=== design 1 ===
**Design 1: power grid**

(8 px per um) Pins as bars on the die edge. Tap cells in gray.
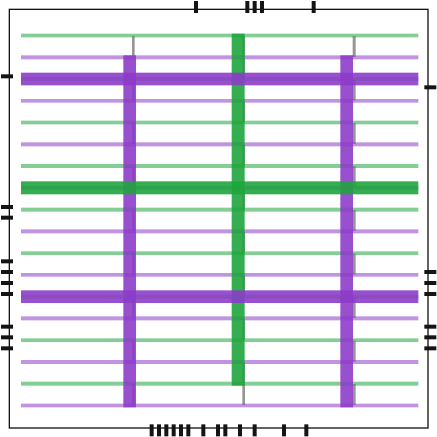

## src/rtl/xsched_pkg.sv

```systemverilog
// Shared types and constants for the XOR-sharing scheduler.
package xsched_pkg;

  typedef enum logic [2:0] {
    IDLE    = 3'd0,
    STEP_T1 = 3'd1,
    STEP_T2 = 3'd2,
    STEP_Z  = 3'd3,
    RESP    = 3'd4
  } state_e;

  localparam int unsigned OPW   = 4;
  localparam int unsigned A_BIT = 3;
  localparam int unsigned B_BIT = 2;
  localparam int unsigned C_BIT = 1;
  localparam int unsigned D_BIT = 0;

endpackage

```

## src/rtl/xsched_arb.sv

```systemverilog
// Requester arbiter: round-robin from ptr when XSCHED_RR_EN is defined,
// otherwise fixed priority with the lowest index winning.
module xsched_arb #(
  parameter int unsigned NREQ = 4,
  parameter int unsigned IDW  = 2
) (
  input  logic [NREQ-1:0] req_valid,
  input  logic [IDW-1:0]  ptr,
  output logic [NREQ-1:0] grant_onehot,
  output logic [IDW-1:0]  grant_idx,
  output logic            any
);

  logic [NREQ-1:0] search_vec;

  assign any = |req_valid;

`ifdef XSCHED_RR_EN
  logic [NREQ-1:0] hi_req;

  // Requests at or above the pointer take precedence; wrap to the rest otherwise.
  always_comb begin
    hi_req = '0;
    for (int i = 0; i < int'(NREQ); i++) begin
      hi_req[i] = req_valid[i] && (i >= int'(ptr));
    end
    search_vec = (|hi_req) ? hi_req : req_valid;
  end
`else
  logic ptr_unused;

  assign ptr_unused = ^ptr;
  assign search_vec = req_valid;
`endif

  // Lowest set bit of the search vector wins.
  always_comb begin
    grant_onehot = '0;
    grant_idx    = '0;
    for (int i = int'(NREQ) - 1; i >= 0; i--) begin
      if (search_vec[i]) begin
        grant_onehot = NREQ'(1) << i;
        grant_idx    = IDW'(i);
      end
    end
  end

endmodule

```

## src/rtl/xor_share_sched.sv

```systemverilog
// Time-multiplexes one external 2-input XOR cell to compute 4-input parity
// for NREQ requesters. Arbitration mode selected by XSCHED_RR_EN.
module xor_share_sched
  import xsched_pkg::*;
#(
  parameter int unsigned NREQ = 4,
  parameter int unsigned IDW  = (NREQ > 1) ? $clog2(NREQ) : 1
) (
  input  logic              clk,
  input  logic              reset_n,
  input  logic [NREQ-1:0]   req_valid,
  output logic [NREQ-1:0]   req_ready,
  input  logic [4*NREQ-1:0] req_data,
  output logic              rsp_valid,
  input  logic              rsp_ready,
  output logic [IDW-1:0]    rsp_id,
  output logic              rsp_z,
  output logic              xor_a,
  output logic              xor_b,
  input  logic              xor_y,
  output logic              busy
);

  state_e           state_q, state_d;
  logic [OPW-1:0]   opnd_q, opnd_d;
  logic [IDW-1:0]   id_q, id_d;
  logic             temp1_q, temp1_d;
  logic             temp2_q, temp2_d;
  logic             z_q, z_d;
  logic             rsp_valid_q, rsp_valid_d;
  logic [IDW-1:0]   ptr_q, ptr_d;
  logic [NREQ-1:0]  grant_onehot;
  logic [IDW-1:0]   grant_idx;
  logic             grant_any;
  logic [OPW-1:0]   sel_data;

  xsched_arb #(
    .NREQ (NREQ),
    .IDW  (IDW)
  ) u_arb (
    .req_valid    (req_valid),
    .ptr          (ptr_q),
    .grant_onehot (grant_onehot),
    .grant_idx    (grant_idx),
    .any          (grant_any)
  );

  // Operand nibble of the winning requester.
  always_comb begin
    sel_data = '0;
    for (int i = 0; i < int'(NREQ); i++) begin
      if (grant_onehot[i]) sel_data = req_data[OPW*i +: OPW];
    end
  end

  // Next-state, datapath updates and XOR cell operand steering.
  always_comb begin
    state_d   = state_q;
    opnd_d    = opnd_q;
    id_d      = id_q;
    temp1_d   = temp1_q;
    temp2_d   = temp2_q;
    z_d       = z_q;
    ptr_d     = ptr_q;
    req_ready = '0;
    xor_a     = 1'b0;
    xor_b     = 1'b0;
    unique case (state_q)
      IDLE: begin
        if (grant_any) begin
          req_ready = grant_onehot;
          opnd_d    = sel_data;
          id_d      = grant_idx;
          ptr_d     = IDW'((32'(grant_idx) + 32'd1) % 32'(NREQ));
          state_d   = STEP_T1;
        end
      end
      STEP_T1: begin
        xor_a   = opnd_q[A_BIT];
        xor_b   = opnd_q[B_BIT];
        temp1_d = xor_y;
        state_d = STEP_T2;
      end
      STEP_T2: begin
        xor_a   = opnd_q[C_BIT];
        xor_b   = opnd_q[D_BIT];
        temp2_d = xor_y;
        state_d = STEP_Z;
      end
      STEP_Z: begin
        xor_a   = temp1_q;
        xor_b   = temp2_q;
        z_d     = xor_y;
        state_d = RESP;
      end
      RESP: begin
        if (rsp_ready) state_d = IDLE;
      end
      default: state_d = IDLE;
    endcase
    rsp_valid_d = (state_d == RESP);
  end

  // State and datapath registers with synchronous active-low reset.
  always_ff @(posedge clk) begin
    if (!reset_n) begin
      state_q     <= IDLE;
      opnd_q      <= '0;
      id_q        <= '0;
      temp1_q     <= 1'b0;
      temp2_q     <= 1'b0;
      z_q         <= 1'b0;
      rsp_valid_q <= 1'b0;
    end else begin
      state_q     <= state_d;
      opnd_q      <= opnd_d;
      id_q        <= id_d;
      temp1_q     <= temp1_d;
      temp2_q     <= temp2_d;
      z_q         <= z_d;
      rsp_valid_q <= rsp_valid_d;
    end
  end

`ifdef XSCHED_RR_EN
  // Round-robin pointer advances past each accepted requester.
  always_ff @(posedge clk) begin
    if (!reset_n) ptr_q <= '0;
    else          ptr_q <= ptr_d;
  end
`else
  logic ptr_d_unused;

  assign ptr_d_unused = ^ptr_d;
  assign ptr_q        = '0;
`endif

  assign rsp_valid = rsp_valid_q;
  assign rsp_z     = z_q;
  assign rsp_id    = id_q;
  assign busy      = (state_q != IDLE);

endmodule
```

## config.mk

```make
export PLATFORM = sky130hd
export DESIGN_NAME = xor_share_sched
export DESIGN_NICKNAME = d
export VERILOG_FILES = /design/src/rtl/xsched_pkg.sv /design/src/rtl/xsched_arb.sv /design/src/rtl/xor_share_sched.sv
export SDC_FILE = /design/constraint.sdc
export NUM_CORES = 1
export LEC_CHECK = 0
export CAP_MARGIN = 15
export CELL_PAD_IN_SITES_DETAIL_PLACEMENT = 0
export CELL_PAD_IN_SITES_GLOBAL_PLACEMENT = 1
export CORE_UTILIZATION = 30
export CTS_CLUSTER_SIZE = 12
export DETAILED_ROUTE_END_ITERATION = 7
export GPL_TIMING_DRIVEN = 0
export PLACE_DENSITY_LB_ADDON = 0.1
export SLEW_MARGIN = 30
export SYNTH_ARGS = -nofsm -noshare
export SYNTH_HDL_FRONTEND = slang
export SYNTH_SLANG_ARGS = --single-unit
```

## constraint.sdc

```tcl
create_clock -name clk -period 3.9 [get_ports clk]
set_input_delay 0.39 -clock clk [delete_from_list [all_inputs] [get_ports clk]]
set_output_delay 0.39 -clock clk [all_outputs]
set_load 0.01 [all_outputs]
```

=== design 2 ===
## config.mk

```make
export PLATFORM = sky130hd
export DESIGN_NAME = func_as_sequencer
export DESIGN_NICKNAME = d
export VERILOG_FILES = /design/src/rtl/func_as_pkg.sv /design/src/rtl/func_as_sequencer.sv
export SDC_FILE = /design/constraint.sdc
export NUM_CORES = 1
export LEC_CHECK = 0
export ABC_AREA = 1
export CAP_MARGIN = 15
export CORE_MARGIN = 3
export CORE_UTILIZATION = 30
export CTS_BUF_LIST = sky130_fd_sc_hd__clkbuf_8
export CTS_CLUSTER_DIAMETER = 30
export DETAILED_ROUTE_END_ITERATION = 6
export MAX_ROUTING_LAYER = met4
export SYNTH_ARGS = -nofsm -noshare
export SYNTH_HDL_FRONTEND = slang
export SYNTH_SLANG_ARGS = --single-unit
```

## constraint.sdc

```tcl
create_clock -name clk -period 1.8 [get_ports clk]
set_input_delay 0.27 -clock clk [delete_from_list [all_inputs] [get_ports clk]]
set_output_delay 0.27 -clock clk [all_outputs]
set_load 0.05 [all_outputs]
```

## src/rtl/func_as_pkg.sv

```systemverilog
// Shared constants for the Func_AS command sequencer: widths, opcodes, FSM encoding.
// Latency: n/a (definitions only).
// Backpressure: n/a.
package func_as_pkg;

    localparam int FAS_DATA_W = 4;
    localparam int FAS_OP_W   = 3;

    // Command opcodes
    localparam logic [2:0] OP_NOP  = 3'd0;
    localparam logic [2:0] OP_LOAD = 3'd1;
    localparam logic [2:0] OP_ADD  = 3'd2;
    localparam logic [2:0] OP_SUB  = 3'd3;
    localparam logic [2:0] OP_INCN = 3'd4;
    localparam logic [2:0] OP_DECN = 3'd5;
    localparam logic [2:0] OP_READ = 3'd6;
    localparam logic [2:0] OP_CLR  = 3'd7;

    // Sequencer states
    localparam logic [1:0] ST_IDLE = 2'd0;
    localparam logic [1:0] ST_EXEC = 2'd1;
    localparam logic [1:0] ST_RESP = 2'd2;

endpackage

```

## src/rtl/func_as_sequencer.sv

```systemverilog
// Command sequencer owning a W-bit accumulator, driving the Func_AS unit one step per EXEC cycle.
// Latency: LOAD/CLR/READ/zero-count 1 cycle, ADD/SUB 2 cycles, INCN/DECN N -> N+1 cycles.
// Backpressure: one command in flight; cmd_ready low until the response is taken (res_ready).
module func_as_sequencer
    import func_as_pkg::*;
#(
    parameter int DATA_W = FAS_DATA_W,
    parameter int OP_W   = FAS_OP_W
) (
    input  logic              clk,
    input  logic              rst_n,
    input  logic              cmd_valid,
    output logic              cmd_ready,
    input  logic [OP_W-1:0]   cmd_op,
    input  logic [DATA_W-1:0] cmd_data,
    output logic [DATA_W-1:0] alu_a,
    output logic [DATA_W-1:0] alu_b,
    output logic              alu_add,
    output logic              alu_sub,
    output logic              alu_inc,
    output logic              alu_switch,
    input  logic [DATA_W-1:0] alu_c,
    output logic              res_valid,
    input  logic              res_ready,
    output logic [DATA_W-1:0] res_data,
    output logic              res_zero,
    output logic              res_wrap,
    output logic              busy
);

    localparam logic [DATA_W-1:0] CNT_ONE = {{(DATA_W-1){1'b0}}, 1'b1};

    logic [1:0]        state_q, state_d;
    logic [OP_W-1:0]   op_q, op_d;
    logic [DATA_W-1:0] opnd_q, opnd_d;
    logic [DATA_W-1:0] cnt_q, cnt_d;
    logic [DATA_W-1:0] acc_q, acc_d;
    logic              wrap_q, wrap_d;
    logic [DATA_W-1:0] res_data_q, res_data_d;
    logic              res_zero_q, res_zero_d;
    logic              res_wrap_q, res_wrap_d;
    logic              exec;
    logic              iter_wrap;

    assign exec       = (state_q == ST_EXEC);
    assign cmd_ready  = (state_q == ST_IDLE);
    assign busy       = (state_q != ST_IDLE);
    assign res_valid  = (state_q == ST_RESP);
    assign res_data   = res_data_q;
    assign res_zero   = res_zero_q;
    assign res_wrap   = res_wrap_q;
    assign alu_a      = opnd_q;
    assign alu_b      = acc_q;
    assign alu_add    = exec && (op_q == OP_ADD);
    assign alu_sub    = exec && (op_q == OP_SUB);
    assign alu_inc    = exec && (op_q == OP_INCN);
    assign alu_switch = 1'b0;

    // Modulo wrap/borrow detection for the step currently being executed
    always_comb begin
        iter_wrap = 1'b0;
        case (op_q)
            OP_ADD:  iter_wrap = (alu_c < opnd_q);
            OP_SUB:  iter_wrap = (opnd_q > acc_q);
            OP_INCN: iter_wrap = (acc_q == {DATA_W{1'b1}});
            OP_DECN: iter_wrap = (acc_q == '0);
            default: iter_wrap = 1'b0;
        endcase
    end

    // Command accept, iteration and response handshake
    always_comb begin
        state_d = state_q;
        op_d    = op_q;
        opnd_d  = opnd_q;
        cnt_d   = cnt_q;
        acc_d   = acc_q;
        wrap_d  = wrap_q;
        case (state_q)
            ST_IDLE: begin
                if (cmd_valid) begin
                    op_d   = cmd_op;
                    opnd_d = cmd_data;
                    wrap_d = 1'b0;
                    case (cmd_op)
                        OP_LOAD: begin
                            acc_d   = cmd_data;
                            state_d = ST_RESP;
                        end
                        OP_CLR: begin
                            acc_d   = '0;
                            state_d = ST_RESP;
                        end
                        OP_READ: state_d = ST_RESP;
                        OP_ADD, OP_SUB: begin
                            cnt_d   = CNT_ONE;
                            state_d = ST_EXEC;
                        end
                        OP_INCN, OP_DECN: begin
                            if (cmd_data == '0) begin
                                state_d = ST_RESP;
                            end else begin
                                cnt_d   = cmd_data;
                                state_d = ST_EXEC;
                            end
                        end
                        default: state_d = ST_IDLE;
                    endcase
                end
            end
            ST_EXEC: begin
                acc_d  = alu_c;
                cnt_d  = cnt_q - CNT_ONE;
                wrap_d = wrap_q | iter_wrap;
                if (cnt_q == CNT_ONE) state_d = ST_RESP;
            end
            ST_RESP: begin
                if (res_ready) state_d = ST_IDLE;
            end
            default: state_d = ST_IDLE;
        endcase
    end

    // Snapshot the response when entering RESP so it stays stable under backpressure
    always_comb begin
        res_data_d = res_data_q;
        res_zero_d = res_zero_q;
        res_wrap_d = res_wrap_q;
        if ((state_d == ST_RESP) && (state_q != ST_RESP)) begin
            res_data_d = acc_d;
            res_zero_d = (acc_d == '0);
            res_wrap_d = wrap_d;
        end
    end

    // State registers; reset drops any in-flight command
    always_ff @(posedge clk or negedge rst_n) begin
        if (!rst_n) begin
            state_q    <= ST_IDLE;
            op_q       <= '0;
            opnd_q     <= '0;
            cnt_q      <= '0;
            acc_q      <= '0;
            wrap_q     <= 1'b0;
            res_data_q <= '0;
            res_zero_q <= 1'b0;
            res_wrap_q <= 1'b0;
        end else begin
            state_q    <= state_d;
            op_q       <= op_d;
            opnd_q     <= opnd_d;
            cnt_q      <= cnt_d;
            acc_q      <= acc_d;
            wrap_q     <= wrap_d;
            res_data_q <= res_data_d;
            res_zero_q <= res_zero_d;
            res_wrap_q <= res_wrap_d;
        end
    end

endmodule

```

=== design 3 ===
--- config.mk ---
export PLATFORM = sky130hd
export DESIGN_NAME = dmem_bus_bridge
export DESIGN_NICKNAME = d
export VERILOG_FILES = /design/src/rtl/dmem_pkg.sv /design/src/rtl/dmem_strb_gen.sv /design/src/rtl/dmem_bus_bridge.sv
export SDC_FILE = /design/constraint.sdc
export NUM_CORES = 1
export LEC_CHECK = 0
export ABC_AREA = 1
export CAP_MARGIN = 20
export CORE_MARGIN = 2
export CORE_UTILIZATION = 45
export DETAILED_ROUTE_END_ITERATION = 16
export GPL_ROUTABILITY_DRIVEN = 0
export HOLD_SLACK_MARGIN = 0.05
export PLACE_DENSITY = 0.91
export RECOVER_POWER = 50
export SETUP_SLACK_MARGIN = 0.15
export SLEW_MARGIN = 20
export SYNTH_ARGS = -nofsm -noshare
export SYNTH_HDL_FRONTEND = slang
export SYNTH_HIERARCHICAL = 1
export SYNTH_SLANG_ARGS = --single-unit
--- constraint.sdc ---
create_clock -name clk -period 5.4 [get_ports clk]
set_input_delay 1.08 -clock clk [delete_from_list [all_inputs] [get_ports clk]]
set_output_delay 1.08 -clock clk [all_outputs]
set_load 0.05 [all_outputs]
--- src/rtl/dmem_pkg.sv ---
// Shared types and constants for the data-memory bus bridge.
package dmem_pkg;

  typedef enum logic [1:0] {
    IDLE = 2'd0,
    BUSY = 2'd1,
    DONE = 2'd2
  } state_t;

  localparam logic [1:0] SZ_BYTE = 2'b00;
  localparam logic [1:0] SZ_HALF = 2'b01;
  localparam logic [1:0] SZ_WORD = 2'b10;

  localparam int TIMEOUT_CYC_DEFAULT = 255;

endpackage

--- src/rtl/dmem_strb_gen.sv ---
// Byte-lane strobe and alignment decode from access size and byte offset.
module dmem_strb_gen
  import dmem_pkg::*;
(
  input  logic [1:0] size_sel,
  input  logic [1:0] offset,
  output logic [3:0] bus_strb,
  output logic       misaligned
);

  always_comb begin
    bus_strb   = 4'b0000;
    misaligned = 1'b0;
    case (size_sel)
      SZ_BYTE: bus_strb = 4'b0001 << offset;
      SZ_HALF: begin
        bus_strb   = 4'b0011 << offset;
        misaligned = offset[0];
      end
      // size code 11 decodes as a word access
      default: begin
        bus_strb   = 4'b1111;
        misaligned = (offset != 2'b00);
      end
    endcase
  end

endmodule

--- src/rtl/dmem_bus_bridge.sv ---
// Bridges the single-cycle core's data-memory port onto a valid/ready bus,
// stalling the core for the duration of each bus transaction.
module dmem_bus_bridge
  import dmem_pkg::*;
#(
  parameter int DATA_WIDTH  = 32,
  parameter int ADDR_WIDTH  = 32,
  parameter int TIMEOUT_CYC = TIMEOUT_CYC_DEFAULT
) (
  input  logic                  clk,
  input  logic                  rst,
  input  logic                  mem_read,
  input  logic                  mem_write,
  input  logic [ADDR_WIDTH-1:0] addr,
  input  logic [DATA_WIDTH-1:0] wdata,
  input  logic [1:0]            size_sel,
  output logic [DATA_WIDTH-1:0] rdata,
  output logic                  stall,
  output logic                  misaligned,
  output logic                  bus_err,
  output logic                  bus_valid,
  output logic                  bus_we,
  output logic [ADDR_WIDTH-1:0] bus_addr,
  output logic [DATA_WIDTH-1:0] bus_wdata,
  output logic [3:0]            bus_strb,
  input  logic                  bus_ready,
  input  logic [DATA_WIDTH-1:0] bus_rdata
);

  localparam logic [7:0] TIMEOUT_LAST = 8'(TIMEOUT_CYC - 1);

  state_t                  state_reg;
  logic [7:0]              cnt_reg;
  logic [1:0]              off_reg;
  logic [DATA_WIDTH-1:0]   rdata_reg;
  logic                    request;
  logic                    mis_cond;
  logic [3:0]              strb_calc;

  dmem_strb_gen u_strb_gen (
    .size_sel   (size_sel),
    .offset     (addr[1:0]),
    .bus_strb   (strb_calc),
    .misaligned (mis_cond)
  );

  assign request    = mem_read | mem_write;
  assign misaligned = request & mis_cond;
  // A dropped misaligned access retires with zero data without disturbing the held read value.
  assign rdata      = misaligned ? '0 : rdata_reg;

  always_comb begin
    stall = 1'b0;
    case (state_reg)
      IDLE:    stall = request & ~mis_cond;
      BUSY:    stall = 1'b1;
      default: stall = 1'b0;
    endcase
    if (rst) stall = 1'b0;
  end

  always_ff @(posedge clk or posedge rst) begin
    if (rst) begin
      state_reg <= IDLE;
      cnt_reg   <= '0;
      off_reg   <= '0;
      rdata_reg <= '0;
      bus_err   <= 1'b0;
      bus_valid <= 1'b0;
      bus_we    <= 1'b0;
      bus_addr  <= '0;
      bus_wdata <= '0;
      bus_strb  <= '0;
    end else begin
      bus_err <= 1'b0;
      case (state_reg)
        IDLE: begin
          if (request && !mis_cond) begin
            bus_valid <= 1'b1;
            bus_we    <= mem_write;
            bus_addr  <= {addr[ADDR_WIDTH-1:2], 2'b00};
            bus_wdata <= wdata;
            bus_strb  <= mem_write ? strb_calc : 4'b0000;
            off_reg   <= addr[1:0];
            cnt_reg   <= '0;
            state_reg <= BUSY;
          end
        end
        BUSY: begin
          if (bus_ready) begin
            bus_valid <= 1'b0;
            if (!bus_we) rdata_reg <= bus_rdata >> {off_reg, 3'b000};
            state_reg <= DONE;
          end else if (cnt_reg == TIMEOUT_LAST) begin
            bus_valid <= 1'b0;
            rdata_reg <= '0;
            bus_err   <= 1'b1;
            state_reg <= DONE;
          end else begin
            cnt_reg <= cnt_reg + 8'd1;
          end
        end
        default: state_reg <= IDLE;
      endcase
    end
  end

endmodule

=== design 4 ===
**src/rtl/alu_result_display_pkg.sv**
```systemverilog
// alu_disp_pkg: seven-segment encodings and anode patterns shared by the result display
package alu_disp_pkg;
    localparam logic [6:0] SEG_BLANK = 7'b1111111;
    localparam logic [6:0] SEG_ZERO  = 7'b1000000;
    localparam logic [3:0] AN_RESET  = 4'b1110;
    // active-low gfedcba shapes, entry F first so HEX_SEG[n] decodes nibble n
    localparam logic [15:0][6:0] HEX_SEG = {
        7'b0001110, 7'b0000110, 7'b0100001, 7'b1000110,
        7'b0000011, 7'b0001000, 7'b0010000, 7'b0000000,
        7'b1111000, 7'b0000010, 7'b0010010, 7'b0011001,
        7'b0110000, 7'b0100100, 7'b1111001, SEG_ZERO
    };
endpackage

```
**src/rtl/alu_result_display_if.sv**
```systemverilog
// alu_result_display_if: ALU result input and display/debug outputs of the result display
interface alu_result_display_if;
    logic [15:0] result;
    logic        freeze;
    logic [15:0] shown;
    logic        update;
    logic [6:0]  seg;
    logic        dp;
    logic [3:0]  an;
    modport master (output result, freeze, input shown, update, seg, dp, an);
    modport slave  (input result, freeze, output shown, update, seg, dp, an);
endinterface

```
**src/rtl/alu_result_display_hex_to_seg7.sv**
```systemverilog
// hex_to_seg7: combinational hex nibble to active-low seven-segment decode
module hex_to_seg7
    import alu_disp_pkg::*;
(
    input  logic [3:0] nibble,
    output logic [6:0] seg
);
    assign seg = HEX_SEG[nibble];
endmodule

```
**src/rtl/alu_result_display.sv**
```systemverilog
// alu_result_display: debounces the ALU result and scans it onto a 4-digit seven-segment display
module alu_result_display
    import alu_disp_pkg::*;
#(
    parameter int REFRESH_DIV   = 50000,
    parameter int DIV_WIDTH     = 16,
    parameter int STABLE_CYCLES = 4
) (
    input logic clk,
    input logic rst,
    alu_result_display_if.slave bus
);
    localparam int CNT_W = STABLE_CYCLES > 1 ? $clog2(STABLE_CYCLES) : 1;
    localparam logic [CNT_W-1:0] CNT_MAX = CNT_W'(STABLE_CYCLES - 1);
    localparam logic [DIV_WIDTH-1:0] DIV_MAX = DIV_WIDTH'(REFRESH_DIV - 1);
    logic [15:0] cand, shown;
    logic [CNT_W-1:0] cnt;
    logic update;
    logic [DIV_WIDTH-1:0] div;
    logic [1:0] digit;
    logic same, commit, wrap;
    logic [3:0] nibble;
    logic [6:0] seg;
    always_comb begin
        same   = bus.result == cand;
        commit = same && cnt == CNT_MAX && cand != shown && !bus.freeze;
        wrap   = div == DIV_MAX;
        nibble = 4'(shown >> {digit, 2'b00});
    end
    always_ff @(posedge clk or negedge rst) begin
        if (!rst) begin
            cand   <= '0;
            cnt    <= '0;
            shown  <= '0;
            update <= 1'b0;
            div    <= '0;
            digit  <= '0;
        end else begin
            cand   <= bus.result;
            cnt    <= !same ? '0 : cnt == CNT_MAX ? cnt : cnt + 1'b1;
            shown  <= commit ? cand : shown;
            update <= commit;
            div    <= wrap ? '0 : div + 1'b1;
            digit  <= digit + 2'(wrap);
        end
    end
    hex_to_seg7 u_dec (.nibble(nibble), .seg(seg));
    // rotating the reset pattern left by digit walks the single low anode
    assign bus.an     = 4'({AN_RESET, AN_RESET} >> (3'd4 - {1'b0, digit}));
    assign bus.seg    = seg;
    assign bus.dp     = !(digit == 2'd0 && bus.freeze);
    assign bus.shown  = shown;
    assign bus.update = update;
endmodule

```
**src/flat_wrapper.sv**
```systemverilog
// flat-port wrapper written by rule: the top's interface ports become plain ports
module alu_result_display_flat import alu_disp_pkg::*;
#(
    parameter int REFRESH_DIV   = 50000,
    parameter int DIV_WIDTH     = 16,
    parameter int STABLE_CYCLES = 4
)
  (clk, rst, bus_result, bus_freeze, bus_shown, bus_update, bus_seg, bus_dp, bus_an);
  alu_result_display_if bus_i ();
  input logic clk;
  input logic rst;
  input wire logic [$bits(bus_i.result)-1:0] bus_result;
  input wire logic [$bits(bus_i.freeze)-1:0] bus_freeze;
  output wire logic [$bits(bus_i.shown)-1:0] bus_shown;
  output wire logic [$bits(bus_i.update)-1:0] bus_update;
  output wire logic [$bits(bus_i.seg)-1:0] bus_seg;
  output wire logic [$bits(bus_i.dp)-1:0] bus_dp;
  output wire logic [$bits(bus_i.an)-1:0] bus_an;
  assign bus_i.result = bus_result;
  assign bus_i.freeze = bus_freeze;
  assign bus_shown = bus_i.shown;
  assign bus_update = bus_i.update;
  assign bus_seg = bus_i.seg;
  assign bus_dp = bus_i.dp;
  assign bus_an = bus_i.an;
  alu_result_display #(.REFRESH_DIV(REFRESH_DIV), .DIV_WIDTH(DIV_WIDTH), .STABLE_CYCLES(STABLE_CYCLES)) u_core (.clk(clk), .rst(rst), .bus(bus_i));
endmodule
```
**config.mk**
```make
export PLATFORM = sky130hd
export DESIGN_NAME = alu_result_display_flat
export DESIGN_NICKNAME = d
export VERILOG_FILES = /design/src/rtl/alu_result_display_pkg.sv /design/src/rtl/alu_result_display_if.sv /design/src/rtl/alu_result_display_hex_to_seg7.sv /design/src/rtl/alu_result_display.sv /design/src/flat_wrapper.sv
export SDC_FILE = /design/constraint.sdc
export NUM_CORES = 1
export LEC_CHECK = 0
export ABC_AREA = 0
export CORE_MARGIN = 2
export CORE_UTILIZATION = 53
export CTS_BUF_LIST = sky130_fd_sc_hd__clkbuf_8 sky130_fd_sc_hd__clkbuf_16
export DETAILED_ROUTE_END_ITERATION = 8
export MAX_ROUTING_LAYER = met4
export PLACE_DENSITY = 0.8
export SKIP_CTS_REPAIR_TIMING = 1
export SLEW_MARGIN = 20
export SYNTH_ARGS = -nofsm -noshare
export SYNTH_HDL_FRONTEND = slang
export SYNTH_SLANG_ARGS = --single-unit
```
**constraint.sdc**
```tcl
create_clock -name clk -period 3.1 [get_ports clk]
set_clock_uncertainty 0.1 [all_clocks]
set_input_delay 0.62 -clock clk [delete_from_list [all_inputs] [get_ports clk]]
set_output_delay 0.62 -clock clk [all_outputs]
set_load 0.01 [all_outputs]
```
=== design 5 ===
===== src/rtl/round_scoreboard.sv =====
// Match controller: counts round wins per player, holds a celebration window,
// restarts rounds, and freezes on a match win until both keys are pressed.

module round_seg7 (
  input  logic [3:0] digit,
  output logic [6:0] seg
);
  // Active-low {g,f,e,d,c,b,a}; codes above 9 blank the display.
  always_comb begin
    seg = 7'b1111111;
    case (digit)
      4'd0: seg = 7'b1000000;
      4'd1: seg = 7'b1111001;
      4'd2: seg = 7'b0100100;
      4'd3: seg = 7'b0110000;
      4'd4: seg = 7'b0011001;
      4'd5: seg = 7'b0010010;
      4'd6: seg = 7'b0000010;
      4'd7: seg = 7'b1111000;
      4'd8: seg = 7'b0000000;
      4'd9: seg = 7'b0010000;
      default: seg = 7'b1111111;
    endcase
  end
endmodule

module round_scoreboard #(
  parameter int HOLD_CYCLES = 8,
  parameter int WIN_SCORE   = 7,
  parameter int HOLD_W      = 8
) (
  input  logic       clk,
  input  logic       reset,
  input  logic [1:0] winner,
  input  logic       L,
  input  logic       R,
  output logic       round_rst,
  output logic [1:0] celebrate,
  output logic [3:0] lscore,
  output logic [3:0] rscore,
  output logic [6:0] hex_l,
  output logic [6:0] hex_r,
  output logic       match_over,
  output logic [1:0] match_winner
);
  localparam logic [HOLD_W-1:0] HOLD_LAST = HOLD_W'(HOLD_CYCLES - 1);
  localparam logic [3:0]        WIN       = 4'(WIN_SCORE);

  typedef enum logic [1:0] {PLAY, HOLD, CLEAR, DONE} state_t;

  state_t            state, state_nx;
  logic [HOLD_W-1:0] cnt;
  // Player index matches the winner code bit: [0] right, [1] left.
  logic [1:0][3:0]   score;
  logic [1:0]        rwin;
  logic [1:0]        win_pick;
  logic [1:0][6:0]   segs;
  logic              hold_last, at_win, new_match;

  assign hold_last = (cnt == HOLD_LAST);
  assign at_win    = |(rwin & {score[1] == WIN, score[0] == WIN});

  always_ff @(posedge clk) begin
    if (!reset) state <= CLEAR;
    else        state <= state_nx;
  end

  always_comb begin
    state_nx     = state;
    win_pick     = 2'b00;
    new_match    = 1'b0;
    round_rst    = 1'b0;
    celebrate    = 2'b00;
    match_over   = 1'b0;
    match_winner = 2'b00;
    case (state)
      PLAY: begin
        if (winner == 2'b01 || winner == 2'b10) begin
          win_pick = winner;
          state_nx = HOLD;
        end
      end
      HOLD: begin
        celebrate = rwin;
        if (hold_last) state_nx = at_win ? DONE : CLEAR;
      end
      CLEAR: begin
        round_rst = 1'b1;
        if (winner == 2'b00) state_nx = PLAY;
      end
      DONE: begin
        round_rst    = 1'b1;
        match_over   = 1'b1;
        match_winner = rwin;
        if (L && R) begin
          new_match = 1'b1;
          state_nx  = CLEAR;
        end
      end
      default: state_nx = CLEAR;
    endcase
  end

  always_ff @(posedge clk) begin
    if (!reset) begin
      cnt   <= '0;
      rwin  <= 2'b00;
      score <= '0;
    end else begin
      cnt <= (state == HOLD && !hold_last) ? cnt + HOLD_W'(1) : '0;
      if (new_match) begin
        score <= '0;
        rwin  <= 2'b00;
      end else if (win_pick != 2'b00) begin
        rwin <= win_pick;
        for (int i = 0; i < 2; i++)
          if (win_pick[i]) score[i] <= score[i] + 4'd1;
      end
    end
  end

  for (genvar i = 0; i < 2; i++) begin : g_seg
    round_seg7 u_seg (.digit(score[i]), .seg(segs[i]));
  end

  assign rscore = score[0];
  assign lscore = score[1];
  assign hex_r  = segs[0];
  assign hex_l  = segs[1];
endmodule

===== config.mk =====
export PLATFORM = sky130hd
export DESIGN_NAME = round_scoreboard
export DESIGN_NICKNAME = d
export VERILOG_FILES = /design/src/rtl/round_scoreboard.sv
export SDC_FILE = /design/constraint.sdc
export NUM_CORES = 1
export LEC_CHECK = 0
export CAP_MARGIN = 40
export CORE_AREA = 2 2 63 59
export CTS_CLUSTER_DIAMETER = 120
export CTS_CLUSTER_SIZE = 12
export DETAILED_ROUTE_END_ITERATION = 8
export DIE_AREA = 0 0 65 61
export PLACE_DENSITY = 0.77
export SYNTH_ARGS = -nofsm -noshare
export SYNTH_HDL_FRONTEND = slang
export SYNTH_HIERARCHICAL = 1
export SYNTH_SLANG_ARGS = --single-unit

===== constraint.sdc =====
create_clock -name clk -period 1.8 [get_ports clk]
set_input_delay 0.54 -clock clk [delete_from_list [all_inputs] [get_ports clk]]
set_output_delay 0.54 -clock clk [all_outputs]
set_load 0.1 [all_outputs]

**Design 2: metal 2**

(4 px per um)
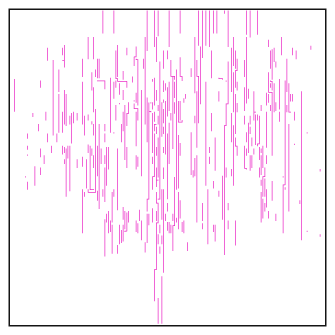
share of all routed wire	46%
wire length on this layer	1900 um
main direction	vertical
total via count in the routed design: 1553
Total Routed Length: 4170 um

==> impl_metrics.csv, design 2 <==
group,metric,value,unit
outcome,run_status,"finished clean",
grt,grt_util_all_layers,15.1,%
grt,grt_pass1_wl,7190,um
setup_path,end_kind,"output port",
pwr,power.share.combinational,59.9,%
logic_synthesis,synth_adder_area_share,9.46,%
logic_synthesis,ys_area,1590,um^2
grt,grt_max_degree,25,
placement,post-place-cells,338,
grt,grt_most_used_layer,"met2",
clocking,postCtsResizedCells,0,
cells_and_area,final.clkbuf_count,4,
timing,worstMarginPinSlew,0.520,ns
pwr,cellPowerDensity,1410,nW/um^2
job,tool_warnings,31,
placement,post_place_setup_slack,-0.194,ns
pwr,power_sequential,891,uW
clocking,worstSkewPairLatency,0.27,ns
setup_path,crit_start,"state_q[1]",
timing,layout_min_cycle_time,1.75,ns
placement,placed_cell_area,2170,um^2
logic_synthesis,synth_sequential_area_ratio,37.9,%
die,floorplan.die_area,6200,um^2
clocking,tritoncts_clock_tree,"built",
timing,final_cycle_share,97.1,%
die,taps_inserted,67,
logic_synthesis,ys_sh_simple,31.5,%
setup_path,worst-setup-path-type,"reg2out",
logic_synthesis,yosys_register_bits,24,
setup_path,critical_path_depth,4,
logic_synthesis,enable_flop_cells,0,
cells_and_area,fillerInstances,515,
timing,post-route-worst-setup-slack,0.0518,ns
grt,global_routing_usage_on_met1,21.1,%
cells_and_area,max_area_cell_class,"multi-input combinational cells",
detailed_routing,met3_wl,167,um
clocking,tritoncts_buffers,3,
cells_and_area,final_standard_cell_utilization_of_the_core,45.4,%
timing,setup_viol,0,
cells_and_area,lay_top_count,"nand2_1",
cells_and_area,insertedDiodeCount,0,
logic_synthesis,synthesis.area,1590,um^2
grt,grt_antenna_before_repair,0,
cells_and_area,layout.clock.cell_area_share,2.47,%
cells_and_area,drive_gt1_share,18.5,%
clocking,post-cts-setup-buffers,0,
pwr,p_int,1.59,mW
cells_and_area,post_route_insts_no_fill,342,
cells_and_area,sequential_cell_area,601,um^2
logic_synthesis,post_synth_main_logic_family,"simple AND/OR/NAND/NOR gates",
die,coreArea,4910,um^2
worst_hold_path,holdCritPathClass,"in2async",
pwr,power_clock,370,uW
detailed_routing,route.detailed.drc,0,
clocking,cts_stage_hold_buffer_count,0,
pwr,comb_pwr,1.89,mW
detailed_routing,initial_drc_count,57,
detailed_routing,routed_wire_length_per_instance,12.2,um
cells_and_area,combAreaFraction,37.0,%
die,ioPinCount,36,
**Design 1: metal 3**

(6 px per um) Cells faint in the background.
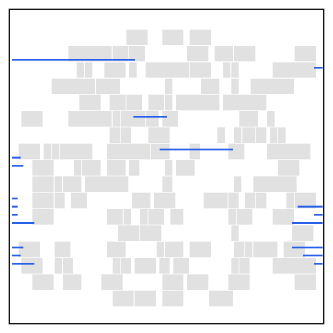
wire length on this layer	72.0 um
longest straight run	20.2 um
main direction	horizontal
total via count in the routed design: 754
Total Routed Length: 1810 um

**Design 1: clock routing**

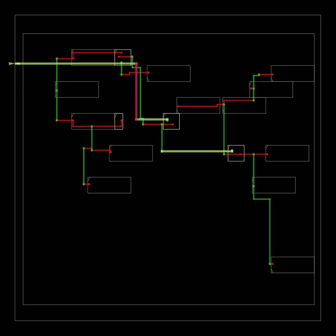
clock network power: 83.3 uW
sequential cell count: 13
insertion delay at the late pin of the worst-skew pair: 0.28 ns
CTS Sinks: 13
TritonCTS Buffers: 3

Notes on 'power grid' of design 1 above:
net	color
VSS	purple
VDD	green
tap cells	28
signal pins	35
met1 rails	18
met5 straps	3
rows	17

==> impl_metrics.csv, design 1 <==
group,metric,value,unit
setup_path,crit_start,"state_q[1]",
logic_synthesis,xor_share,1.16,%
logic_synthesis,synthesis.area,754,um^2
cells_and_area,largest_register,"opnd_q",
logic_synthesis,postSynth.asyncResetShare,0,%
pwr,p_seq_share,42.2,%
pwr,total_power_consumption_of_the_routed_design,367,uW
pwr,power.share.combinational,35.2,%
job,tool_warnings,26,
cells_and_area,post_route_insts_no_fill,157,
timing,layout_min_cycle_time,2.58,ns
grt,gr-usage-met2,26.1,%
logic_synthesis,netlist.top_cell.by_area,"dfxtp_1",
cells_and_area,combAreaFraction,37.8,%
setup_path,reg2reg_from,"state_q[1]",
timing,fmax,0.388,GHz
cells_and_area,layout.buffer.nonclock.area_share,31.6,%
logic_synthesis,synth_top_flop_cell,"dfxtp_1",
logic_synthesis,synth-compound-area-share,21.6,%
clocking,post-cts-setup-buffers,0,
cells_and_area,drive_gt1_share,10.1,%
setup_path,cp-start-kind,"flop",
detailed_routing,route.detailed.drc,0,
die,ioPinCount,35,
die,number_of_rows_in_the_core_area,17,
setup_path,crit_path_max_fo,10,
grt,globalRouteMet3Util,5.26,%
cells_and_area,largest_reg_flops,4,
timing,totalNegativeSetupSlack,0,ns
detailed_routing,met3_wl,71,um
detailed_routing,topRoutingLayerUsed,"met4",
grt,grt_max_degree,11,
cells_and_area,seq-cell-share,22.7,%
setup_path,wp_buf_inv,3,
grt,aggregate_global_routing_overflow,0,
detailed_routing,routed_via_density,4.80,
timing,fin_hold_ws,0.445,ns
setup_path,critical_path_depth,5,
die,taps_inserted,28,
placement,placed_cell_area,1120,um^2
cells_and_area,insertedDiodeCount,0,
setup_path,regToRegSetupSlack,2.29,ns
clocking,clock_tree.htree_level_count,1,
pwr,power.clock.fraction,22.7,%
grt,global_routing_usage_on_met1,16.6,%
timing,post-route-worst-setup-slack,1.32,ns
setup_path,arrival,2.19,ns
worst_hold_path,holdCritPathClass,"reg2reg",
die,floorplan.die_area,2720,um^2
timing,clock-skew-final,0.00376,ns
logic_synthesis,multiplexer_fraction_of_the_synthesized_cell_area,6.97,%
placement,post_place_setup_slack,1.36,ns
cells_and_area,final_standard_cell_utilization_of_the_core,49.9,%
placement,numPortBuffers,33,
setup_path,critPathSlowestCell,"clkdlybuf4s50_1",
outcome,run_status,"finished clean",
cells_and_area,final_cell_mix,"33 x clkdlybuf4s50_1, 13 x nor2_1, 13 x dfxtp_1, 10 x a21oi_1, 7 x inv_1",
grt,first_global_vias,711,
job,maxCapViolations,0,
clocking,cts-root-buf,"clkbuf_4",
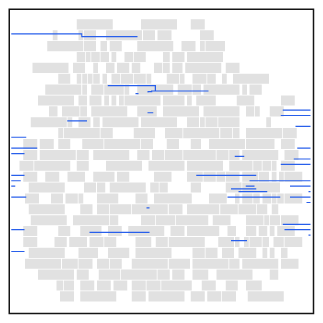
**Above:** design 4 (metal 3).
(4 px per um) Cells faint in the background.
nets with wire on the layer	32
longest straight run	17.5 um
main direction	horizontal

==> impl_metrics.csv, design 4 <==
group,metric,value,unit
detailed_routing,met3_wl,226,um
timing,layout_min_cycle_time,3.00,ns
timing,fin_hold_ws,0.323,ns
pwr,comb_pwr,79.1,uW
setup_path,arrival,2.28,ns
cells_and_area,final.signal_inverter_count,5,
detailed_routing,routed_wl_met2,2610,um
grt,gr-usage-met2,30.2,%
logic_synthesis,enable_flop_cells,0,
die,die_w,75.7,um
clocking,cts.clk_slew.worst_paths,0.08,ns
timing,worstMarginPinSlew,0.770,ns
logic_synthesis,synth_sequential_area_ratio,48.7,%
placement,gpl.final_weighted_congestion,0.809,
cells_and_area,n_sequential_cell,53,
clocking,tritoncts_buffers,5,
die,floorplan.die_area,5730,um^2
detailed_routing,route.antenna.remaining_nets,0,
logic_synthesis,ys_sh_simple,14.7,%
setup_path,worst-r2r-cell-count,6,
cells_and_area,seq-cell-share,38.5,%
detailed_routing,routed_wire_length_per_instance,15.3,um
grt,grt_pass1_wl,8420,um
clocking,worstSkewPairLatency,0.30,ns
logic_synthesis,post_synth_net_total,250,
cells_and_area,fillerInstances,405,
outcome,run_status,"finished clean",
clocking,clock_sinks,53,
die,ioPinCount,48,
pwr,static-leakage-power,1.59,nW
logic_synthesis,top_cell_area_share,48.7,%
logic_synthesis,synth-compound-area-share,2.34,%
pwr,power.clock.fraction,32.5,%
detailed_routing,route.detailed.drc,0,
pwr,power_clock,382,uW
timing,maxSlewHeadroom,48.2,%
setup_path,reg2reg_from,"u_core.bus.shown[3]",
pwr,power.share.combinational,6.7,%
grt,grt_most_used_layer,"met2",
timing,fmax,0.333,GHz
grt,grt_util_all_layers,20.5,%
logic_synthesis,postSynth.asyncResetShare,100,%
die,fp.dieH,75.7,um
setup_path,worstSetupEndpoint,"bus_seg[3]",
detailed_routing,postRouteWirelength,5360,um
detailed_routing,detailed_routing_iterations_pass_1,4,
setup_path,crit_path_max_fo,4,
die,number_of_rows_in_the_core_area,26,
logic_synthesis,netlist.top_cell.by_area,"dfrtp_1",
logic_synthesis,yosys_warnings,0,
logic_synthesis,synthTopCellsByCount,"53 x dfrtp_1, 26 x xor2_1, 22 x xnor2_1",
placement,post-place-cells,340,
cells_and_area,drive_gt1_share,17.1,%
cells_and_area,synthToLayoutAreaGrowth,26.6,%
pwr,p_seq_share,60.8,%
detailed_routing,topRoutingLayerUsed,"met4",
clocking,clock_tree.htree_level_count,2,
setup_path,crit_start,"u_core.digit[0]",
setup_path,regToRegSetupSlack,0.81,ns
pwr,cellPowerDensity,341,nW/um^2
setup_path,end_kind,"output port",
setup_path,critPathSlowestCell,"mux4_2",
pwr,total_power_consumption_of_the_routed_design,1.17,mW
placement,numPortBuffers,47,
job,tool_warnings,31,
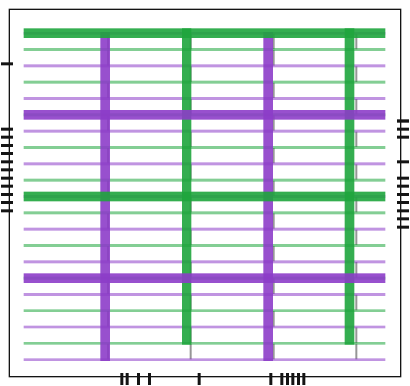
**Above:** design 5 (power grid).
(6 px per um) Pins as bars on the die edge. Tap cells in gray.
net	color
VSS	purple
VDD	green
signal pins	34
met1 rails	21
rows	20
met4 straps	4

==> impl_metrics.csv, design 5 <==
group,metric,value,unit
timing,post-route-worst-setup-slack,-0.262,ns
timing,layout_min_cycle_time,2.06,ns
detailed_routing,routed_wire_length_per_instance,17.0,um
cells_and_area,seq-cell-share,15.9,%
timing,hold_violations,0,
timing,setup_viol,14,
logic_synthesis,synth_top_flop_cell,"dfxtp_1",
timing,final_cycle_share,115,%
die,die_w,65,um
cells_and_area,signal_buffers,61,
cells_and_area,combAreaFraction,45.7,%
timing,fin_hold_ws,0.473,ns
clocking,post-cts-setup-buffers,6,
detailed_routing,route.antenna.remaining_nets,0,
setup_path,crit_path_max_incr_delay,0.38,ns
cells_and_area,final_cell_area,2720,um^2
outcome,run_status,"finished with violations",
setup_path,crit_path_max_fo,4,
cells_and_area,insertedDiodeCount,0,
outcome,failed_checks,"negative setup slack",
logic_synthesis,synthesis.area,1390,um^2
die,taps_inserted,44,
detailed_routing,routed_wl_met2,2540,um
clocking,cts-root-buf,"clkbuf_8",
logic_synthesis,postSynthCellCount,174,
pwr,ir_drop,0.474,mV
cells_and_area,fillerInstances,178,
grt,grt_max_degree,16,
**Design 3: metal 3**

(2 px per um) Cells faint in the background.
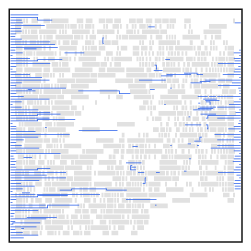
main direction	horizontal
wire length on this layer	1490 um

==> impl_metrics.csv, design 3 <==
group,metric,value,unit
cells_and_area,layout.buffer.nonclock.area_share,25.2,%
cells_and_area,final_cell_mix,"370 x nand2_1, 186 x clkdlybuf4s50_1, 112 x dfrtp_1, 56 x inv_1, 55 x nand3_1",
timing,worstMarginPinSlew,2.92,ns
logic_synthesis,top_cell_area_share,50.5,%
die,ioPinCount,208,
logic_synthesis,library_cell_with_the_highest_instance_count_after_synthesis,"nand2_1",
cells_and_area,post_route_insts_no_fill,1120,
job,tool_warnings,27,
setup_path,crit_start,"addr[0]",
timing,final-max-slew-violation-count,106,
die,fp.dieH,116,um
grt,grt_antenna_before_repair,0,
setup_path,cp_top_family,"buffers and inverters",
grt,first_global_vias,5282,
detailed_routing,topRoutingLayerUsed,"met4",
detailed_routing,dr_total_vias,5427,
setup_path,end_kind,"output port",
die,floorplan.die_area,13400,um^2
clocking,bufs_on_longest_clock_path,2,
setup_path,worst-r2r-cell-count,5,
die,number_of_rows_in_the_core_area,40,
setup_path,cp-start-kind,"primary input",
clocking,cts.clk_slew.worst_paths,0.05,ns
pwr,comb_pwr,2.52,mW
worst_hold_path,holdCritPathClass,"reg2reg",
grt,grt_util_all_layers,24.6,%
logic_synthesis,xor_share,0.469,%
outcome,failed_checks,"max-capacitance violations, max-slew violations",
pwr,power.share.combinational,48.6,%
setup_path,crit_path_max_fo,33,
detailed_routing,routed_wire_length_per_instance,14.1,um
placement,numPortBuffers,205,
placement,post-place-cells,1088,
cells_and_area,lay_top_count,"nand2_1",
timing,post-route-worst-setup-slack,0.936,ns
job,maxCapViolations,2,
pwr,net-switching-power,2.37,mW
setup_path,reg2reg_from,"off_reg[1]",
setup_path,arrival,3.38,ns
cells_and_area,multi_input_comb_cells,539,
setup_path,regToRegSetupSlack,2.83,ns
grt,global_routing_usage_on_met1,29.8,%
cells_and_area,combAreaFraction,27.4,%
placement,placed_cell_area,7620,um^2
detailed_routing,routed_wl_met2,7670,um
worst_hold_path,worst_hold_startpoint,"rdata_reg[11]",
outcome,run_status,"finished with violations",
cells_and_area,n_sequential_cell,113,
die,initial_standard_cell_utilization_of_the_core,46.5,%
clocking,tritoncts_buffers,17,
setup_path,crit_path_max_incr_delay,0.87,ns
setup_path,timing.critical_path.mode_cell,"clkdlybuf4s50_1",
logic_synthesis,enable_flop_cells,0,
logic_synthesis,multiplexer_fraction_of_the_synthesized_cell_area,0,%

## Gallery

Signal wires by layer.
picture 1
(4 px per um)
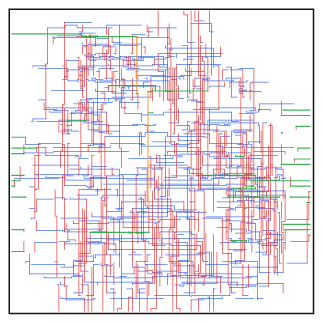
picture 2
(3 px per um)
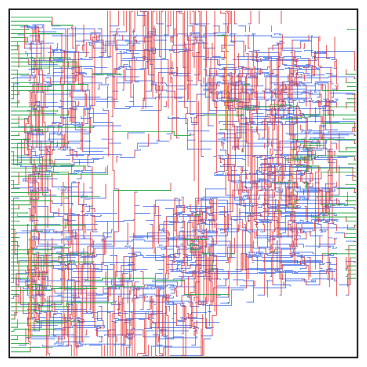
picture 3
(6 px per um)
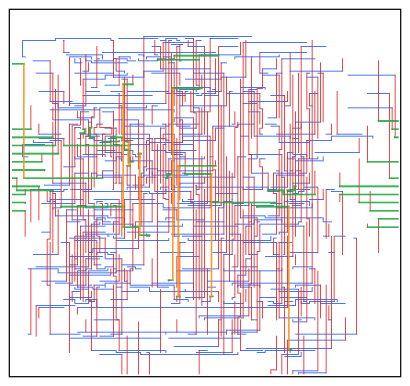
picture 4
(8 px per um)
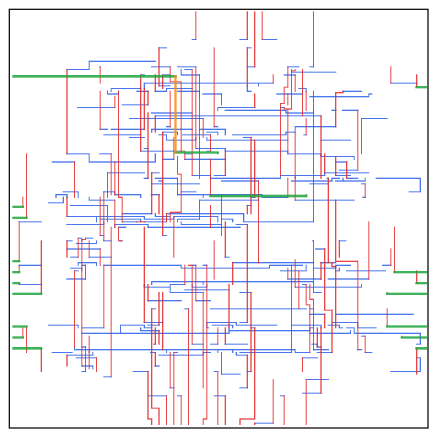
picture 5
(4 px per um)
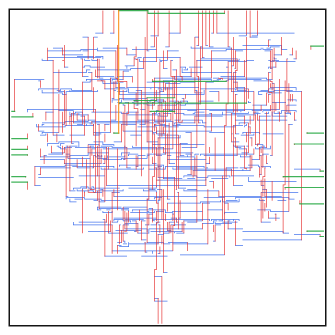
Of these, smallest die: picture 4
- design 3 = picture 2
- design 2 = picture 5
- design 4 = picture 1
- design 1 = picture 4
- design 5 = picture 3


=== design 6 ===
**Design 6: power grid**

(6 px per um) Pins as bars on the die edge. Tap cells in gray.
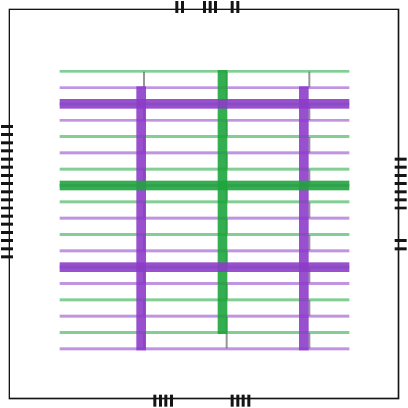
**Design 6: metal 2**

(4 px per um)
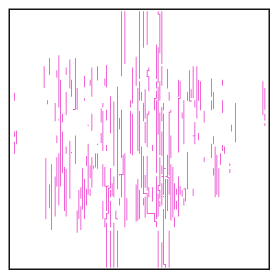
## src/rtl/alu_sequencer.sv

```systemverilog
// alu_sequencer: control FSM for the 4-bit accumulating ALU datapath.
// Latches one operation on Start, optionally clears the datapath,
// applies the operation for exactly Count edges, captures the 8-bit
// result and pulses Done for one cycle.
//
// state   | meaning
// --------+----------------------------------------------------------
// IDLE    | waiting for Start; datapath held
// CLEAR   | one cycle with datapath reset asserted
// RUN     | datapath applies latched function/operand every edge
// CAPTURE | datapath held; result register loads AluResult
// DONE    | one-cycle Done pulse; Start ignored
module alu_sequencer #(
    parameter int         CNT_W   = 4,
    parameter logic [2:0] HOLD_FN = 3'b111
) (
    input  logic             i_clock,
    input  logic             i_reset,
    input  logic             i_start,
    input  logic [2:0]       i_op_function,
    input  logic [3:0]       i_op_data,
    input  logic [CNT_W-1:0] i_count,
    input  logic             i_clear,
    input  logic [7:0]       i_alu_result,
    output logic [2:0]       o_alu_function,
    output logic [3:0]       o_alu_data,
    output logic             o_alu_reset_b,
    output logic             o_busy,
    output logic             o_done,
    output logic [7:0]       o_result
);

    localparam logic [2:0] S_IDLE    = 3'd0;
    localparam logic [2:0] S_CLEAR   = 3'd1;
    localparam logic [2:0] S_RUN     = 3'd2;
    localparam logic [2:0] S_CAPTURE = 3'd3;
    localparam logic [2:0] S_DONE    = 3'd4;

    localparam logic [CNT_W-1:0] CNT_ZERO = '0;
    localparam logic [CNT_W-1:0] CNT_ONE  = CNT_W'(1);

    logic [2:0]       r_state;
    logic [2:0]       w_next_state;
    logic [CNT_W-1:0] r_rem;
    logic [2:0]       r_fn;
    logic [3:0]       r_data;
    logic [7:0]       r_result;

    logic             w_in_run;
    logic             w_in_clear;

    // Next-state decode; Start only matters in IDLE, so requests made
    // while busy are simply dropped.
    always_comb begin
        w_next_state = r_state;
        case (r_state)
            S_IDLE: begin
                if (i_start) begin
                    if (i_clear)
                        w_next_state = S_CLEAR;
                    else if (i_count != CNT_ZERO)
                        w_next_state = S_RUN;
                    else
                        w_next_state = S_CAPTURE;
                end
            end
            S_CLEAR: begin
                if (r_rem != CNT_ZERO)
                    w_next_state = S_RUN;
                else
                    w_next_state = S_CAPTURE;
            end
            S_RUN: begin
                if (r_rem == CNT_ONE)
                    w_next_state = S_CAPTURE;
            end
            S_CAPTURE: w_next_state = S_DONE;
            S_DONE:    w_next_state = S_IDLE;
            default:   w_next_state = S_IDLE;
        endcase
    end

    // State register.
    always_ff @(posedge i_clock or posedge i_reset) begin
        if (i_reset)
            r_state <= S_IDLE;
        else
            r_state <= w_next_state;
    end

    // Operation latch and repeat down-counter; the counter reaching one
    // in RUN marks the last datapath update.
    always_ff @(posedge i_clock or posedge i_reset) begin
        if (i_reset) begin
            r_rem  <= '0;
            r_fn   <= 3'b000;
            r_data <= 4'h0;
        end else begin
            if (r_state == S_IDLE && i_start) begin
                r_rem  <= i_count;
                r_fn   <= i_op_function;
                r_data <= i_op_data;
            end else if (r_state == S_RUN) begin
                r_rem <= r_rem - CNT_ONE;
            end
        end
    end

    // Result capture; the value is held until the next CAPTURE.
    always_ff @(posedge i_clock or posedge i_reset) begin
        if (i_reset)
            r_result <= 8'h00;
        else if (r_state == S_CAPTURE)
            r_result <= i_alu_result;
    end

    assign w_in_run   = (r_state == S_RUN);
    assign w_in_clear = (r_state == S_CLEAR);

    // Datapath drive: the latched operation reaches the datapath only in
    // RUN, everywhere else it holds. Reset also clears the datapath on
    // its next edge, hence the combinational OR with i_reset.
    always_comb begin
        o_alu_function = w_in_run ? r_fn : HOLD_FN;
        o_alu_data     = w_in_run ? r_data : 4'h0;
        o_alu_reset_b  = ~(i_reset | w_in_clear);
    end

    // Host-side status.
    always_comb begin
        o_busy   = w_in_clear | w_in_run | (r_state == S_CAPTURE);
        o_done   = (r_state == S_DONE);
        o_result = r_result;
    end

endmodule

```

## config.mk

```make
export PLATFORM = sky130hd
export DESIGN_NAME = alu_sequencer
export DESIGN_NICKNAME = d
export VERILOG_FILES = /design/src/rtl/alu_sequencer.sv
export SDC_FILE = /design/constraint.sdc
export NUM_CORES = 1
export LEC_CHECK = 0
export CORE_MARGIN = 8
export CORE_UTILIZATION = 47
export CTS_CLUSTER_SIZE = 12
export DETAILED_ROUTE_END_ITERATION = 6
export PLACE_DENSITY = 0.94
export SETUP_SLACK_MARGIN = 0.15
export SLEW_MARGIN = 20
export SYNTH_ARGS = -nofsm -noshare
export SYNTH_HDL_FRONTEND = slang
export SYNTH_SLANG_ARGS = --single-unit
```

## constraint.sdc

```tcl
create_clock -name i_clock -period 4.5 [get_ports i_clock]
set_input_delay 0.9 -clock i_clock [delete_from_list [all_inputs] [get_ports i_clock]]
set_output_delay 0.9 -clock i_clock [all_outputs]
set_load 0.01 [all_outputs]
```

==> impl_metrics.csv <==
group,metric,value,unit
outcome,run_status,"finished clean",
setup_path,crit_path_max_fo,11,
clocking,cts_stage_hold_buffer_count,0,
clocking,clock_tree.htree_level_count,1,
timing,layout_min_cycle_time,2.95,ns
cells_and_area,lay_top_count,"clkdlybuf4s50_1",
setup_path,reg2reg_from,"r_state[0]",
clocking,tritoncts_buffers,3,
clocking,cts.clk_slew.worst_paths,0.13,ns
logic_synthesis,synth_sequential_area_ratio,49.5,%
logic_synthesis,synth_top_flop_cell,"dfrtp_1",
logic_synthesis,enable_flop_cells,0,
setup_path,regToRegSetupSlack,2.62,ns
worst_hold_path,holdCritPathClass,"reg2reg",
clocking,clock_sinks,22,
cells_and_area,post_route_insts_no_fill,170,
setup_path,worst-setup-path-type,"reg2out",
timing,hold_violations,0,
timing,post-route-worst-setup-slack,1.55,ns
cells_and_area,final_standard_cell_utilization_of_the_core,70.0,%
pwr,largestPowerGroup,"combinational cells",
logic_synthesis,synthesis.area,1110,um^2
grt,grt_most_used_layer,"met2",
detailed_routing,dr_total_vias,892,
logic_synthesis,multiplexer_fraction_of_the_synthesized_cell_area,9.91,%
cells_and_area,sequential_cell_area,551,um^2
logic_synthesis,post_synthesis_area_per_instance,10.8,um^2
setup_path,worstSetupEndpoint,"o_alu_function[2]",
detailed_routing,routed_via_density,5.25,
die,die_w,64.6,um
logic_synthesis,synth.lib_cells_used.distinct,29,
job,tool_warnings,28,
setup_path,cp-start-kind,"flop",
die,ioPinCount,41,
detailed_routing,topRoutingLayerUsed,"met4",
logic_synthesis,xor_share,0,%
logic_synthesis,synthTopCellsByCount,"22 x dfrtp_1, 21 x nand2_1, 8 x mux2_2",
pwr,power_sequential,387,uW
logic_synthesis,postSynthCellCount,103,
cells_and_area,fillerInstances,176,
cells_and_area,combAreaFraction,31.9,%
timing,clock-skew-final,0.00860,ns
pwr,power.clock.fraction,13.9,%
die,initial_standard_cell_utilization_of_the_core,49.7,%
detailed_routing,route.detailed.drc,0,
placement,post_place_setup_slack,1.54,ns
detailed_routing,met3_wl,256,um
setup_path,crit_path_max_incr_delay,0.58,ns
worst_hold_path,worst_hold_startpoint,"r_data[2]",
clocking,postCtsResizedCells,0,
timing,final_cycle_share,65.5,%
timing,setup_viol,0,
cells_and_area,final.clkbuf_count,3,
die,taps_inserted,28,
clocking,tritoncts_clock_tree,"built",
grt,gr-usage-met2,22.5,%
setup_path,crit_start,"r_state[1]",
## Picture notes: 'power grid' of design 6
net	color
VSS	purple
VDD	green
met1 rails	18
signal pins	41
met5 straps	3

## Picture notes: 'metal 2' of design 6
share of all routed wire	51%
nets with wire on the layer	149



==> notes/layouts.md <==
Pictures saved along the way, in no particular order.

Power grid.
Plate I
(4 px per um) Pins as bars on the die edge. Tap cells in gray.
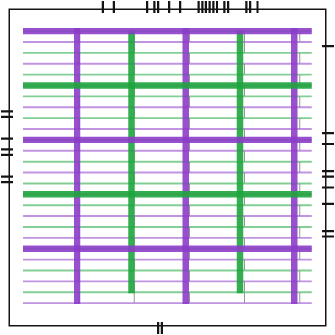
Plate II
(3 px per um) Pins as bars on the die edge. Tap cells in gray.
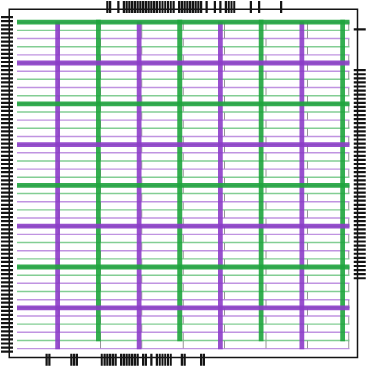
Plate III
(4 px per um) Pins as bars on the die edge. Tap cells in gray.
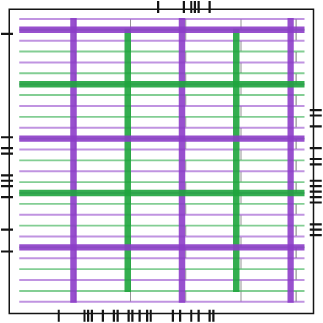
Plate II comes from design 3.
Plate III comes from design 4.
Plate I comes from design 2.

Key to Plate I:
net	color
VSS	purple
VDD	green
met4 straps	5
met1 rails	26
signal pins	36
met5 straps	5

Power and IR drop assume default switching activity.
